=== design 1 ===
==> design_1/clock_wires.png <==
The bar under the picture is 20 um long.
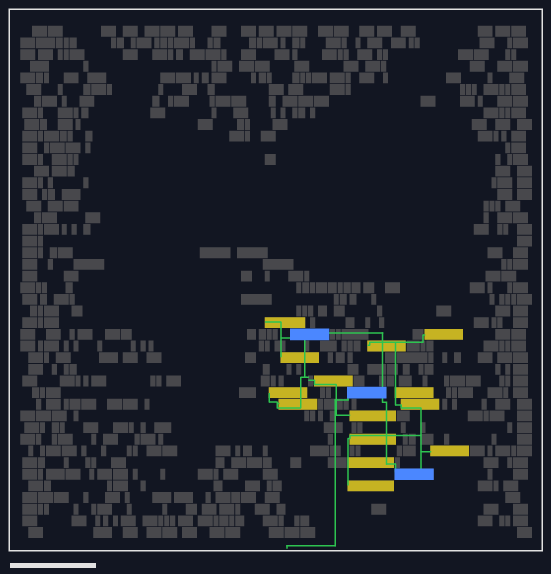

==> src/rtl/avalon_bus_arbiter_pkg.sv <==
// Shared types for the two-requester Avalon-MM arbiter: requester identity
// used both for the grant and as the read-owner tag.
package avalon_bus_arbiter_pkg;

    typedef enum logic {
        OWNER_I = 1'b0,
        OWNER_D = 1'b1
    } bus_owner_t;

    // Requester that the round-robin pointer favours coming out of reset.
    localparam bus_owner_t RR_RESET_OWNER = OWNER_D;

    // The requester that did not win; used to rotate round-robin priority.
    function automatic bus_owner_t other_owner(input bus_owner_t o);
        return (o == OWNER_I) ? OWNER_D : OWNER_I;
    endfunction

endpackage

==> src/rtl/avalon_bus_arbiter_if.sv <==
// One Avalon-MM port. The host side (command driver) uses the master modport,
// the agent side (command receiver) uses the slave modport.
interface avalon_bus_arbiter_if #(
    parameter int ADDR_W = 32,
    parameter int DATA_W = 32
);
    logic                  read;
    logic                  write;
    logic [ADDR_W-1:0]     address;
    logic [DATA_W/8-1:0]   byteenable;
    logic [DATA_W-1:0]     writedata;
    logic                  waitrequest;
    logic [DATA_W-1:0]     readdata;
    logic                  readdatavalid;

    modport master (
        output read, write, address, byteenable, writedata,
        input  waitrequest, readdata, readdatavalid
    );

    modport slave (
        input  read, write, address, byteenable, writedata,
        output waitrequest, readdata, readdatavalid
    );
endinterface

==> src/rtl/avalon_bus_arbiter_tag_fifo.sv <==
// Small synchronous FIFO holding the owner tag of every outstanding read,
// so returning beats can be steered back to their requester in order.
module avalon_bus_arbiter_tag_fifo #(
    parameter int WIDTH = 1,
    parameter int DEPTH = 4
) (
    input  logic                       clk,
    input  logic                       rst,
    input  logic                       push_i,
    input  logic [WIDTH-1:0]           din_i,
    input  logic                       pop_i,
    output logic [WIDTH-1:0]           head_o,
    output logic                       full_o,
    output logic                       empty_o,
    output logic [$clog2(DEPTH):0]     count_o
);
    localparam int PTR_W = $clog2(DEPTH);
    localparam int CNT_W = PTR_W + 1;

    logic [WIDTH-1:0] mem_q [DEPTH];
    logic [PTR_W-1:0] wr_q, wr_d;
    logic [PTR_W-1:0] rd_q, rd_d;
    logic [CNT_W-1:0] cnt_q, cnt_d;
    logic             push_ok;
    logic             pop_ok;

    assign full_o  = (cnt_q == CNT_W'(DEPTH));
    assign empty_o = (cnt_q == '0);
    assign count_o = cnt_q;
    assign head_o  = mem_q[rd_q];
    assign push_ok = push_i && !full_o;
    assign pop_ok  = pop_i && !empty_o;

    // Pointer and occupancy next-state; pointers wrap naturally at DEPTH.
    always_comb begin
        wr_d  = wr_q;
        rd_d  = rd_q;
        cnt_d = cnt_q;
        if (push_ok) wr_d = wr_q + 1'b1;
        if (pop_ok)  rd_d = rd_q + 1'b1;
        case ({push_ok, pop_ok})
            2'b10:   cnt_d = cnt_q + 1'b1;
            2'b01:   cnt_d = cnt_q - 1'b1;
            default: cnt_d = cnt_q;
        endcase
    end

    // Control state: pointers and count, cleared by reset.
    always_ff @(posedge clk or negedge rst) begin
        if (!rst) begin
            wr_q  <= '0;
            rd_q  <= '0;
            cnt_q <= '0;
        end else begin
            wr_q  <= wr_d;
            rd_q  <= rd_d;
            cnt_q <= cnt_d;
        end
    end

    // Tag storage; contents are only meaningful below the count, so no reset.
    always_ff @(posedge clk) begin
        if (push_ok) mem_q[wr_q] <= din_i;
    end

endmodule

==> src/rtl/avalon_bus_arbiter.sv <==
// Shares one Avalon-MM host port between the instruction-fetch port (I, read
// only) and the data port (D). Round-robin grant, grant held across
// waitrequest stalls, and read responses routed by an in-order owner tag FIFO.
module avalon_bus_arbiter
    import avalon_bus_arbiter_pkg::*;
#(
    parameter int ADDR_W      = 32,
    parameter int DATA_W      = 32,
    parameter int MAX_PENDING = 4
) (
    input  logic                 clk,
    input  logic                 rst,
    avalon_bus_arbiter_if.slave  i_bus,
    avalon_bus_arbiter_if.slave  d_bus,
    avalon_bus_arbiter_if.master m_bus
);
    localparam int BE_W  = DATA_W / 8;
    localparam int CNT_W = $clog2(MAX_PENDING) + 1;

    logic              lock_q, lock_d;
    bus_owner_t        lock_owner_q, lock_owner_d;
    bus_owner_t        rr_q, rr_d;

    bus_owner_t        grant;
    logic              i_req, d_req, g_req, g_read, g_write;
    logic              blocked, issue, accept, push, pop;
    logic              push_tag;
    logic              fifo_full, fifo_empty, fifo_head;
    logic [CNT_W-1:0]  fifo_count;

    logic              cmd_read, cmd_write;
    logic [ADDR_W-1:0] cmd_address;
    logic [BE_W-1:0]   cmd_byteenable;
    logic [DATA_W-1:0] cmd_writedata;
    logic              i_wait, d_wait, i_rdv, d_rdv;
    logic [DATA_W-1:0] rdata;

    // Port I never writes; its write-side signals are deliberately ignored.
    logic unused_i_write_side;
    assign unused_i_write_side = ^{i_bus.write, i_bus.writedata, fifo_count};

    // Grant selection and command qualification (read gate on a full FIFO).
    always_comb begin
        i_req = i_bus.read;
        d_req = d_bus.read | d_bus.write;
        if (lock_q)                grant = lock_owner_q;
        else if (i_req && !d_req)  grant = OWNER_I;
        else if (d_req && !i_req)  grant = OWNER_D;
        else                       grant = rr_q;
        g_req    = (grant == OWNER_I) ? i_req : d_req;
        // A simultaneous D read+write is treated as a write.
        g_write  = (grant == OWNER_D) && d_bus.write;
        g_read   = g_req && !g_write;
        // A pop in the same cycle does not open the gate: full is registered.
        blocked  = g_read && fifo_full;
        issue    = rst && g_req && !blocked;
        accept   = issue && !m_bus.waitrequest;
        push     = accept && g_read;
        push_tag = grant;
        // Beats arriving with no outstanding read are dropped.
        pop      = rst && m_bus.readdatavalid && !fifo_empty;
    end

    // Lock and round-robin next state: lock while stalled, rotate on accept.
    always_comb begin
        lock_d       = lock_q;
        lock_owner_d = lock_owner_q;
        rr_d         = rr_q;
        if (accept) begin
            lock_d = 1'b0;
            rr_d   = other_owner(grant);
        end else if (issue) begin
            lock_d       = 1'b1;
            lock_owner_d = grant;
        end
    end

    // Arbitration state registers.
    always_ff @(posedge clk or negedge rst) begin
        if (!rst) begin
            lock_q       <= 1'b0;
            lock_owner_q <= OWNER_I;
            rr_q         <= RR_RESET_OWNER;
        end else begin
            lock_q       <= lock_d;
            lock_owner_q <= lock_owner_d;
            rr_q         <= rr_d;
        end
    end

    // Command mux, stall feedback and response steering; all quiet in reset.
    always_comb begin
        cmd_read       = issue && g_read;
        cmd_write      = issue && g_write;
        cmd_address    = '0;
        cmd_byteenable = '0;
        cmd_writedata  = '0;
        i_wait         = 1'b1;
        d_wait         = 1'b1;
        if (issue) begin
            if (grant == OWNER_I) begin
                cmd_address    = i_bus.address;
                cmd_byteenable = i_bus.byteenable;
            end else begin
                cmd_address    = d_bus.address;
                cmd_byteenable = d_bus.byteenable;
                cmd_writedata  = d_bus.writedata;
            end
        end
        if (rst && !blocked) begin
            if (grant == OWNER_I) i_wait = m_bus.waitrequest;
            else                  d_wait = m_bus.waitrequest;
        end
        rdata = rst ? m_bus.readdata : '0;
        i_rdv = pop && (bus_owner_t'(fifo_head) == OWNER_I);
        d_rdv = pop && (bus_owner_t'(fifo_head) == OWNER_D);
    end

    assign m_bus.read          = cmd_read;
    assign m_bus.write         = cmd_write;
    assign m_bus.address       = cmd_address;
    assign m_bus.byteenable    = cmd_byteenable;
    assign m_bus.writedata     = cmd_writedata;
    assign i_bus.waitrequest   = i_wait;
    assign d_bus.waitrequest   = d_wait;
    assign i_bus.readdata      = rdata;
    assign d_bus.readdata      = rdata;
    assign i_bus.readdatavalid = i_rdv;
    assign d_bus.readdatavalid = d_rdv;

    avalon_bus_arbiter_tag_fifo #(
        .WIDTH (1),
        .DEPTH (MAX_PENDING)
    ) u_tag_fifo (
        .clk     (clk),
        .rst     (rst),
        .push_i  (push),
        .din_i   (push_tag),
        .pop_i   (pop),
        .head_o  (fifo_head),
        .full_o  (fifo_full),
        .empty_o (fifo_empty),
        .count_o (fifo_count)
    );

    a_d_read_write_exclusive: assert property (
        @(posedge clk) disable iff (!rst) !(d_bus.read && d_bus.write));
    a_readdatavalid_has_owner: assert property (
        @(posedge clk) disable iff (!rst) !(m_bus.readdatavalid && fifo_empty));
    a_i_port_read_only: assert property (
        @(posedge clk) disable iff (!rst) !i_bus.write);

endmodule

==> src/flat_wrapper.sv <==
// flat-port wrapper written by rule: the top's interface ports become plain ports
module avalon_bus_arbiter_flat import avalon_bus_arbiter_pkg::*;
#(
    parameter int ADDR_W      = 32,
    parameter int DATA_W      = 32,
    parameter int MAX_PENDING = 4
)
  (clk, rst, i_bus_read, i_bus_write, i_bus_address, i_bus_byteenable, i_bus_writedata, i_bus_waitrequest, i_bus_readdata, i_bus_readdatavalid, d_bus_read, d_bus_write, d_bus_address, d_bus_byteenable, d_bus_writedata, d_bus_waitrequest, d_bus_readdata, d_bus_readdatavalid, m_bus_read, m_bus_write, m_bus_address, m_bus_byteenable, m_bus_writedata, m_bus_waitrequest, m_bus_readdata, m_bus_readdatavalid);
  avalon_bus_arbiter_if #(.ADDR_W(ADDR_W), .DATA_W(DATA_W)) i_bus_i ();
  avalon_bus_arbiter_if #(.ADDR_W(ADDR_W), .DATA_W(DATA_W)) d_bus_i ();
  avalon_bus_arbiter_if #(.ADDR_W(ADDR_W), .DATA_W(DATA_W)) m_bus_i ();
  input  logic clk;
  input  logic rst;
  input wire logic [$bits(i_bus_i.read)-1:0] i_bus_read;
  input wire logic [$bits(i_bus_i.write)-1:0] i_bus_write;
  input wire logic [$bits(i_bus_i.address)-1:0] i_bus_address;
  input wire logic [$bits(i_bus_i.byteenable)-1:0] i_bus_byteenable;
  input wire logic [$bits(i_bus_i.writedata)-1:0] i_bus_writedata;
  output wire logic [$bits(i_bus_i.waitrequest)-1:0] i_bus_waitrequest;
  output wire logic [$bits(i_bus_i.readdata)-1:0] i_bus_readdata;
  output wire logic [$bits(i_bus_i.readdatavalid)-1:0] i_bus_readdatavalid;
  input wire logic [$bits(d_bus_i.read)-1:0] d_bus_read;
  input wire logic [$bits(d_bus_i.write)-1:0] d_bus_write;
  input wire logic [$bits(d_bus_i.address)-1:0] d_bus_address;
  input wire logic [$bits(d_bus_i.byteenable)-1:0] d_bus_byteenable;
  input wire logic [$bits(d_bus_i.writedata)-1:0] d_bus_writedata;
  output wire logic [$bits(d_bus_i.waitrequest)-1:0] d_bus_waitrequest;
  output wire logic [$bits(d_bus_i.readdata)-1:0] d_bus_readdata;
  output wire logic [$bits(d_bus_i.readdatavalid)-1:0] d_bus_readdatavalid;
  output wire logic [$bits(m_bus_i.read)-1:0] m_bus_read;
  output wire logic [$bits(m_bus_i.write)-1:0] m_bus_write;
  output wire logic [$bits(m_bus_i.address)-1:0] m_bus_address;
  output wire logic [$bits(m_bus_i.byteenable)-1:0] m_bus_byteenable;
  output wire logic [$bits(m_bus_i.writedata)-1:0] m_bus_writedata;
  input wire logic [$bits(m_bus_i.waitrequest)-1:0] m_bus_waitrequest;
  input wire logic [$bits(m_bus_i.readdata)-1:0] m_bus_readdata;
  input wire logic [$bits(m_bus_i.readdatavalid)-1:0] m_bus_readdatavalid;
  assign i_bus_i.read = i_bus_read;
  assign i_bus_i.write = i_bus_write;
  assign i_bus_i.address = i_bus_address;
  assign i_bus_i.byteenable = i_bus_byteenable;
  assign i_bus_i.writedata = i_bus_writedata;
  assign i_bus_waitrequest = i_bus_i.waitrequest;
  assign i_bus_readdata = i_bus_i.readdata;
  assign i_bus_readdatavalid = i_bus_i.readdatavalid;
  assign d_bus_i.read = d_bus_read;
  assign d_bus_i.write = d_bus_write;
  assign d_bus_i.address = d_bus_address;
  assign d_bus_i.byteenable = d_bus_byteenable;
  assign d_bus_i.writedata = d_bus_writedata;
  assign d_bus_waitrequest = d_bus_i.waitrequest;
  assign d_bus_readdata = d_bus_i.readdata;
  assign d_bus_readdatavalid = d_bus_i.readdatavalid;
  assign m_bus_read = m_bus_i.read;
  assign m_bus_write = m_bus_i.write;
  assign m_bus_address = m_bus_i.address;
  assign m_bus_byteenable = m_bus_i.byteenable;
  assign m_bus_writedata = m_bus_i.writedata;
  assign m_bus_i.waitrequest = m_bus_waitrequest;
  assign m_bus_i.readdata = m_bus_readdata;
  assign m_bus_i.readdatavalid = m_bus_readdatavalid;
  avalon_bus_arbiter #(.ADDR_W(ADDR_W), .DATA_W(DATA_W), .MAX_PENDING(MAX_PENDING)) u_core (.clk(clk), .rst(rst), .i_bus(i_bus_i), .d_bus(d_bus_i), .m_bus(m_bus_i));
endmodule
==> config.mk <==
export PLATFORM = sky130hd
export DESIGN_NAME = avalon_bus_arbiter_flat
export DESIGN_NICKNAME = d
export VERILOG_FILES = /design/src/rtl/avalon_bus_arbiter_pkg.sv /design/src/rtl/avalon_bus_arbiter_if.sv /design/src/rtl/avalon_bus_arbiter_tag_fifo.sv /design/src/rtl/avalon_bus_arbiter.sv /design/src/flat_wrapper.sv
export SDC_FILE = /design/constraint.sdc
export NUM_CORES = 1
export LEC_CHECK = 0
export ABC_AREA = 1
export CORE_AREA = 2 2 122 124
export DETAILED_ROUTE_END_ITERATION = 10
export DIE_AREA = 0 0 124 126
export SKIP_CTS_REPAIR_TIMING = 1
export SLEW_MARGIN = 10
export SYNTH_ARGS = -nofsm -noshare
export SYNTH_HDL_FRONTEND = slang
export SYNTH_SLANG_ARGS = --single-unit
export TNS_END_PERCENT = 1
==> constraint.sdc <==
create_clock -name clk -period 2.8 [get_ports clk]
set_clock_uncertainty 0.05 [all_clocks]
set_input_delay 0.28 -clock clk [delete_from_list [all_inputs] [get_ports clk]]
set_output_delay 0.28 -clock clk [all_outputs]
set_load 0.01 [all_outputs]
=== design 2 ===
**config.mk**
```make
export PLATFORM = sky130hd
export DESIGN_NAME = snn_conv_quant_flat
export DESIGN_NICKNAME = d
export VERILOG_FILES = /design/src/rtl/snn_conv_quant_if.sv /design/src/rtl/snn_conv_quant.sv /design/src/flat_wrapper.sv
export SDC_FILE = /design/constraint.sdc
export NUM_CORES = 2
export LEC_CHECK = 0
export CAP_MARGIN = 0
export CORE_MARGIN = 10
export CORE_UTILIZATION = 50
export CTS_CLUSTER_SIZE = 16
export DETAILED_ROUTE_END_ITERATION = 10
export GPL_TIMING_DRIVEN = 1
export PLACE_DENSITY = 0.71
export RECOVER_POWER = 50
export SYNTH_ARGS = -nofsm -noshare
export SYNTH_HDL_FRONTEND = slang
export SYNTH_SLANG_ARGS = --single-unit
```
**constraint.sdc**
```tcl
create_clock -name clk -period 29.7 [get_ports clk]
set_input_delay 7.425 -clock clk [delete_from_list [all_inputs] [get_ports clk]]
set_output_delay 7.425 -clock clk [all_outputs]
set_load 0.01 [all_outputs]
```
**src/rtl/snn_conv_quant_if.sv**
```systemverilog
// Frame-in / result-out handshake bundle for the 3x3 convolution + quantiser.
// master drives pixels and kernel taps; slave returns the quantised results.
interface snn_conv_quant_if #(
    parameter int DATA_W = 8
);
    logic              in_valid;
    logic [DATA_W-1:0] img;
    logic [DATA_W-1:0] ker;
    logic              mode;
    logic              out_valid;
    logic [DATA_W-1:0] out_data;

    modport master (output in_valid, img, ker, mode, input out_valid, out_data);
    modport slave  (input in_valid, img, ker, mode, output out_valid, out_data);
endinterface

```
**src/rtl/snn_conv_quant.sv**
```systemverilog
// Frame-buffered 3x3 convolution with optional edge-replicate padding, followed by
// divide-by-QDIV quantisation with saturation; one result per cycle in raster order.
module snn_conv_quant #(
    parameter int IMG_W  = 6,
    parameter int DATA_W = 8,
    parameter int QDIV   = 2295
) (
    input  logic            clk,
    input  logic            rst_n,
    snn_conv_quant_if.slave bus
);
    localparam int NPIX   = IMG_W * IMG_W;
    localparam int IDX_W  = $clog2(NPIX);
    localparam int POS_W  = $clog2(IMG_W);
    localparam int PROD_W = 2 * DATA_W;
    localparam int SUM_W  = 2 * DATA_W + 4;
    localparam int DIV_W  = (SUM_W > 32) ? SUM_W : 32;
    localparam logic [DIV_W-1:0] MAXV = {{(DIV_W-DATA_W){1'b0}}, {DATA_W{1'b1}}};

    typedef enum logic [1:0] {S_IDLE, S_LOAD, S_CALC, S_OUT} state_t;

    state_t                      r_state, w_next;
    logic [IDX_W-1:0]            r_cnt;
    logic [IDX_W-1:0]            w_waddr;
    logic                        w_wr;
    logic                        r_mode;
    logic                        r_ov;
    logic [DATA_W-1:0]           r_od;
    logic [POS_W-1:0]            r_orow, r_ocol;
    logic [POS_W-1:0]            w_cr, w_cc, w_nm1;
    logic                        w_last;
    logic [NPIX-1:0][DATA_W-1:0] r_img;
    logic [8:0][DATA_W-1:0]      r_ker;
    logic [8:0][PROD_W-1:0]      w_prod;
    logic [SUM_W-1:0]            w_sum;
    logic [DIV_W-1:0]            w_quot;
    logic [DATA_W-1:0]           w_q;

    function automatic int clampi(input int v);
        if (v < 0) return 0;
        if (v > IMG_W - 1) return IMG_W - 1;
        return v;
    endfunction

    assign w_wr    = bus.in_valid && (r_state == S_IDLE || r_state == S_LOAD);
    assign w_waddr = (r_state == S_IDLE) ? '0 : r_cnt;

    // Storage is write-only from the load side; it needs no reset.
    always_ff @(posedge clk) begin
        if (w_wr) begin
            r_img[w_waddr] <= bus.img;
            if (w_waddr < IDX_W'(9))
                r_ker[4'(w_waddr)] <= bus.ker;
        end
    end

    assign w_nm1  = r_mode ? POS_W'(IMG_W - 1) : POS_W'(IMG_W - 3);
    assign w_last = (r_orow == w_nm1) && (r_ocol == w_nm1);

    // Position of the result being computed this cycle: (0,0) in CALC, else the successor.
    always_comb begin
        w_cr = r_orow;
        w_cc = r_ocol + 1'b1;
        if (r_state == S_CALC) begin
            w_cr = '0;
            w_cc = '0;
        end else if (r_ocol == w_nm1) begin
            w_cr = r_orow + 1'b1;
            w_cc = '0;
        end
    end

    // Window offset equals mode (0 or 1); clamping only ever bites in padded mode.
    for (genvar ti = 0; ti < 3; ti++) begin : g_row
        for (genvar tj = 0; tj < 3; tj++) begin : g_col
            localparam int K = ti * 3 + tj;
            logic [IDX_W-1:0] w_addr;
            assign w_addr = IDX_W'(clampi(int'(w_cr) + ti - int'(r_mode)) * IMG_W
                                 + clampi(int'(w_cc) + tj - int'(r_mode)));
            assign w_prod[K] = PROD_W'(r_ker[K]) * PROD_W'(r_img[w_addr]);
        end
    end

    always_comb begin
        w_sum = '0;
        for (int k = 0; k < 9; k++)
            w_sum = w_sum + SUM_W'(w_prod[k]);
    end

    assign w_quot = DIV_W'(w_sum) / DIV_W'(QDIV);
    assign w_q    = (w_quot > MAXV) ? {DATA_W{1'b1}} : w_quot[DATA_W-1:0];

    always_comb begin
        w_next = r_state;
        case (r_state)
            S_IDLE: if (bus.in_valid) w_next = S_LOAD;
            S_LOAD: begin
                if (!bus.in_valid)
                    w_next = S_IDLE;
                else if (r_cnt == IDX_W'(NPIX - 1))
                    w_next = S_CALC;
            end
            S_CALC: w_next = S_OUT;
            S_OUT:  if (w_last) w_next = S_IDLE;
            default: w_next = S_IDLE;
        endcase
    end

    always_ff @(posedge clk or negedge rst_n) begin
        if (!rst_n) begin
            r_state <= S_IDLE;
            r_cnt   <= '0;
            r_mode  <= 1'b0;
            r_ov    <= 1'b0;
            r_od    <= '0;
            r_orow  <= '0;
            r_ocol  <= '0;
        end else begin
            r_state <= w_next;
            case (r_state)
                S_IDLE: begin
                    if (bus.in_valid) begin
                        r_mode <= bus.mode;
                        r_cnt  <= IDX_W'(1);
                    end
                end
                S_LOAD: begin
                    if (bus.in_valid && r_cnt != IDX_W'(NPIX - 1))
                        r_cnt <= r_cnt + 1'b1;
                    else
                        r_cnt <= '0;
                end
                S_CALC: begin
                    r_ov   <= 1'b1;
                    r_od   <= w_q;
                    r_orow <= '0;
                    r_ocol <= '0;
                end
                S_OUT: begin
                    if (w_last) begin
                        r_ov <= 1'b0;
                        r_od <= '0;
                    end else begin
                        r_od   <= w_q;
                        r_orow <= w_cr;
                        r_ocol <= w_cc;
                    end
                end
                default: ;
            endcase
        end
    end

    assign bus.out_valid = r_ov;
    assign bus.out_data  = r_od;
endmodule

```
**src/flat_wrapper.sv**
```systemverilog
// flat-port wrapper written by rule: the top's interface ports become plain ports
module snn_conv_quant_flat 
#(
    parameter int IMG_W  = 6,
    parameter int DATA_W = 8,
    parameter int QDIV   = 2295
)
  (clk, rst_n, bus_in_valid, bus_img, bus_ker, bus_mode, bus_out_valid, bus_out_data);
  snn_conv_quant_if #(.DATA_W(DATA_W)) bus_i ();
  input  logic clk;
  input  logic rst_n;
  input wire logic [$bits(bus_i.in_valid)-1:0] bus_in_valid;
  input wire logic [$bits(bus_i.img)-1:0] bus_img;
  input wire logic [$bits(bus_i.ker)-1:0] bus_ker;
  input wire logic [$bits(bus_i.mode)-1:0] bus_mode;
  output wire logic [$bits(bus_i.out_valid)-1:0] bus_out_valid;
  output wire logic [$bits(bus_i.out_data)-1:0] bus_out_data;
  assign bus_i.in_valid = bus_in_valid;
  assign bus_i.img = bus_img;
  assign bus_i.ker = bus_ker;
  assign bus_i.mode = bus_mode;
  assign bus_out_valid = bus_i.out_valid;
  assign bus_out_data = bus_i.out_data;
  snn_conv_quant #(.IMG_W(IMG_W), .DATA_W(DATA_W), .QDIV(QDIV)) u_core (.clk(clk), .rst_n(rst_n), .bus(bus_i));
endmodule
```
==> design_1/layers.png <==
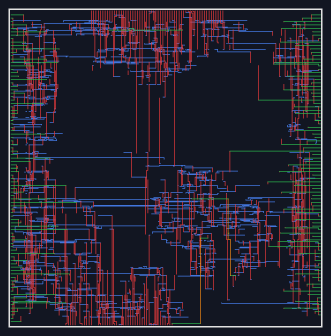
M2 -> red  # wire length 4,820 um
M3 -> green  # wire length 1,230 um
M1 -> blue  # wire length 3,520 um
M4 -> orange  # wire length 65.5 um
Routed WL per cell: 11.5 um
Routed WL: 9640 um
Global Route Usage Sum: 11.5%

Notes on design_1/clock_wires.png above:
clock wires -> green  # length 258 um
flip-flops -> yellow  # count 14
clock-net drivers -> blue  # count 3
routed clock nets = 4

==> out/metrics.cfg, design 1 <==
[timing]
hold_slack_ns=0.362
tns_ns=-0.0111
setup_ws_ns=-0.0102
setup_viol=2
max_freq_mhz=356

[synth]
netlist_instances=402
ys_seq_share_pct=16.9
synth.top_cell.area_share_pct=28.1
async_flop_share_pct=71.4
ys_seq_elements=14
syn_avg_cell_area_sq_um=5.46
edf_count=4

[drt]
drt_iter0_drc=83

[final_layout]
comb_area_share_pct=24.2
nets=839
lay_top_count=clkdlybuf4s50_1

[outcome]
violations=setup timing
status=complete, but fails checks

[worst_hold_path]
hold_class=input pin to async pin

[clocking]
numCtsBuffers=3

[place]
gp_congestion=0.716

[critical_path]
crit_end=d_bus_waitrequest
end_kind=output pin
crit_buf_inv=5
cp_data_arrival_time_ns=2.48

[die]
coreArea_sq_um=14300

[flow_run]
drv_cap=0

-- design 1: cells by family (layout without fill, tap and decap cells) --
family | count (synthesis) | after routing | share of synthesized area, %
flops | 14 | 14 | 16.9
simple gates | 223 | 223 | 41.8
compound gates | 43 | 43 | 10.0
xor+xnor | 4 | 4 | 1.60
buf+inv | 112 | 366 | 25.8
fa+ha+maj | 6 | 6 | 3.77
-- design 1: per-layer routing --
metal	global-route usage, %	vias to the layer above	part of all wire (%)
li1	-	1675	-
met1	11.5	1380	37
met2	22.3	190	50
met3	4.08	5	13
met4	2.12	0	0.67
met5	0	-	0
==> design_2/clock_wires.png <==
The bar under the picture is 100 um long.
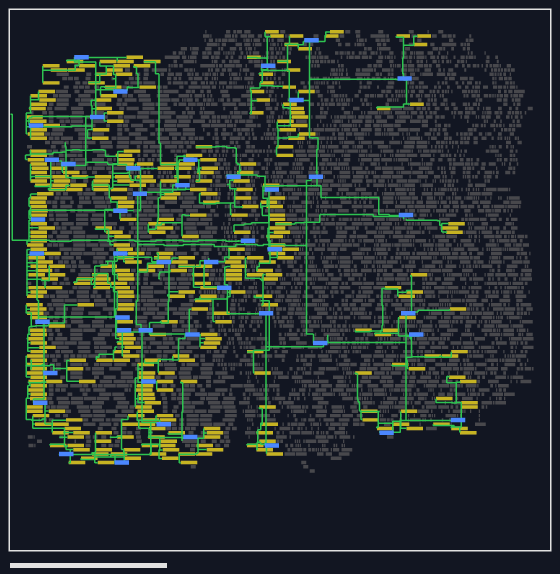
clock wires -> green  # length 5,910 um
flip-flops -> yellow  # count 384
clock-net drivers -> blue  # count 46
routed clock nets = 47
clk ins delay skew pair: 0.65 ns
Setup Skew: 0.0346 ns

==> out/metrics.cfg, design 2 <==
[outcome]
status=complete, but fails checks
violations=capacitance limit, slew limit

[synth]
yosysWarnings=0
synth.top_cell.area_share_pct=20.6
logic_family=adder cells
synth_stat.cells=4711

[timing]
finalMaxSlewViolations=111
setup_viol=0
final-hold-violation-count=0
setup_ws_ns=4.46

[flow_run]
drv_cap=4

[final_layout]
logic_area_sq_um=38100

[global_routing]
grt_remaining_overflow=0

[critical_path]
critPathLaunch=u_core.r_mode
required_ns=30.24
worstReg2RegEnd=u_core.bus.out_data[0]
critPathMaxStageDelay_ns=0.90

[place]
io_buffers=28

[drt]
vias=39716

[die]
die_area_sq_um=119000
die_x_um=344
io_pins=29

[design 2: registers in the layout, indices dropped and copies added, names as in the netlist, named ones only]
register / flops
u_core.r_img: 288
u_core.r_ker: 72
u_core.bus.out_data: 8
u_core.r_ocol: 3
u_core.r_cnt: 6
u_core.r_orow: 3
u_core.r_mode: 1
u_core.bus.out_valid: 1
u_core.r_state: 1


==> layout pictures side by side <==
The clock network.
shot_01.png
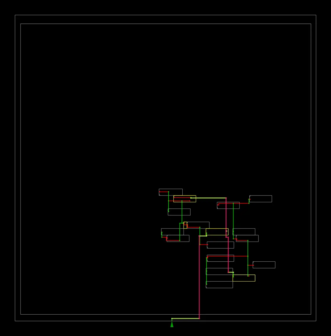
shot_02.png
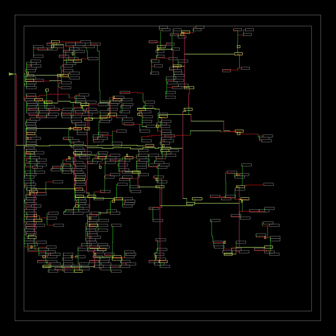
The one with the most clock buffers is shot_02.png.
The one with the most sequential cells is shot_02.png.
- shot_02.png = design 2
- shot_01.png = design 1

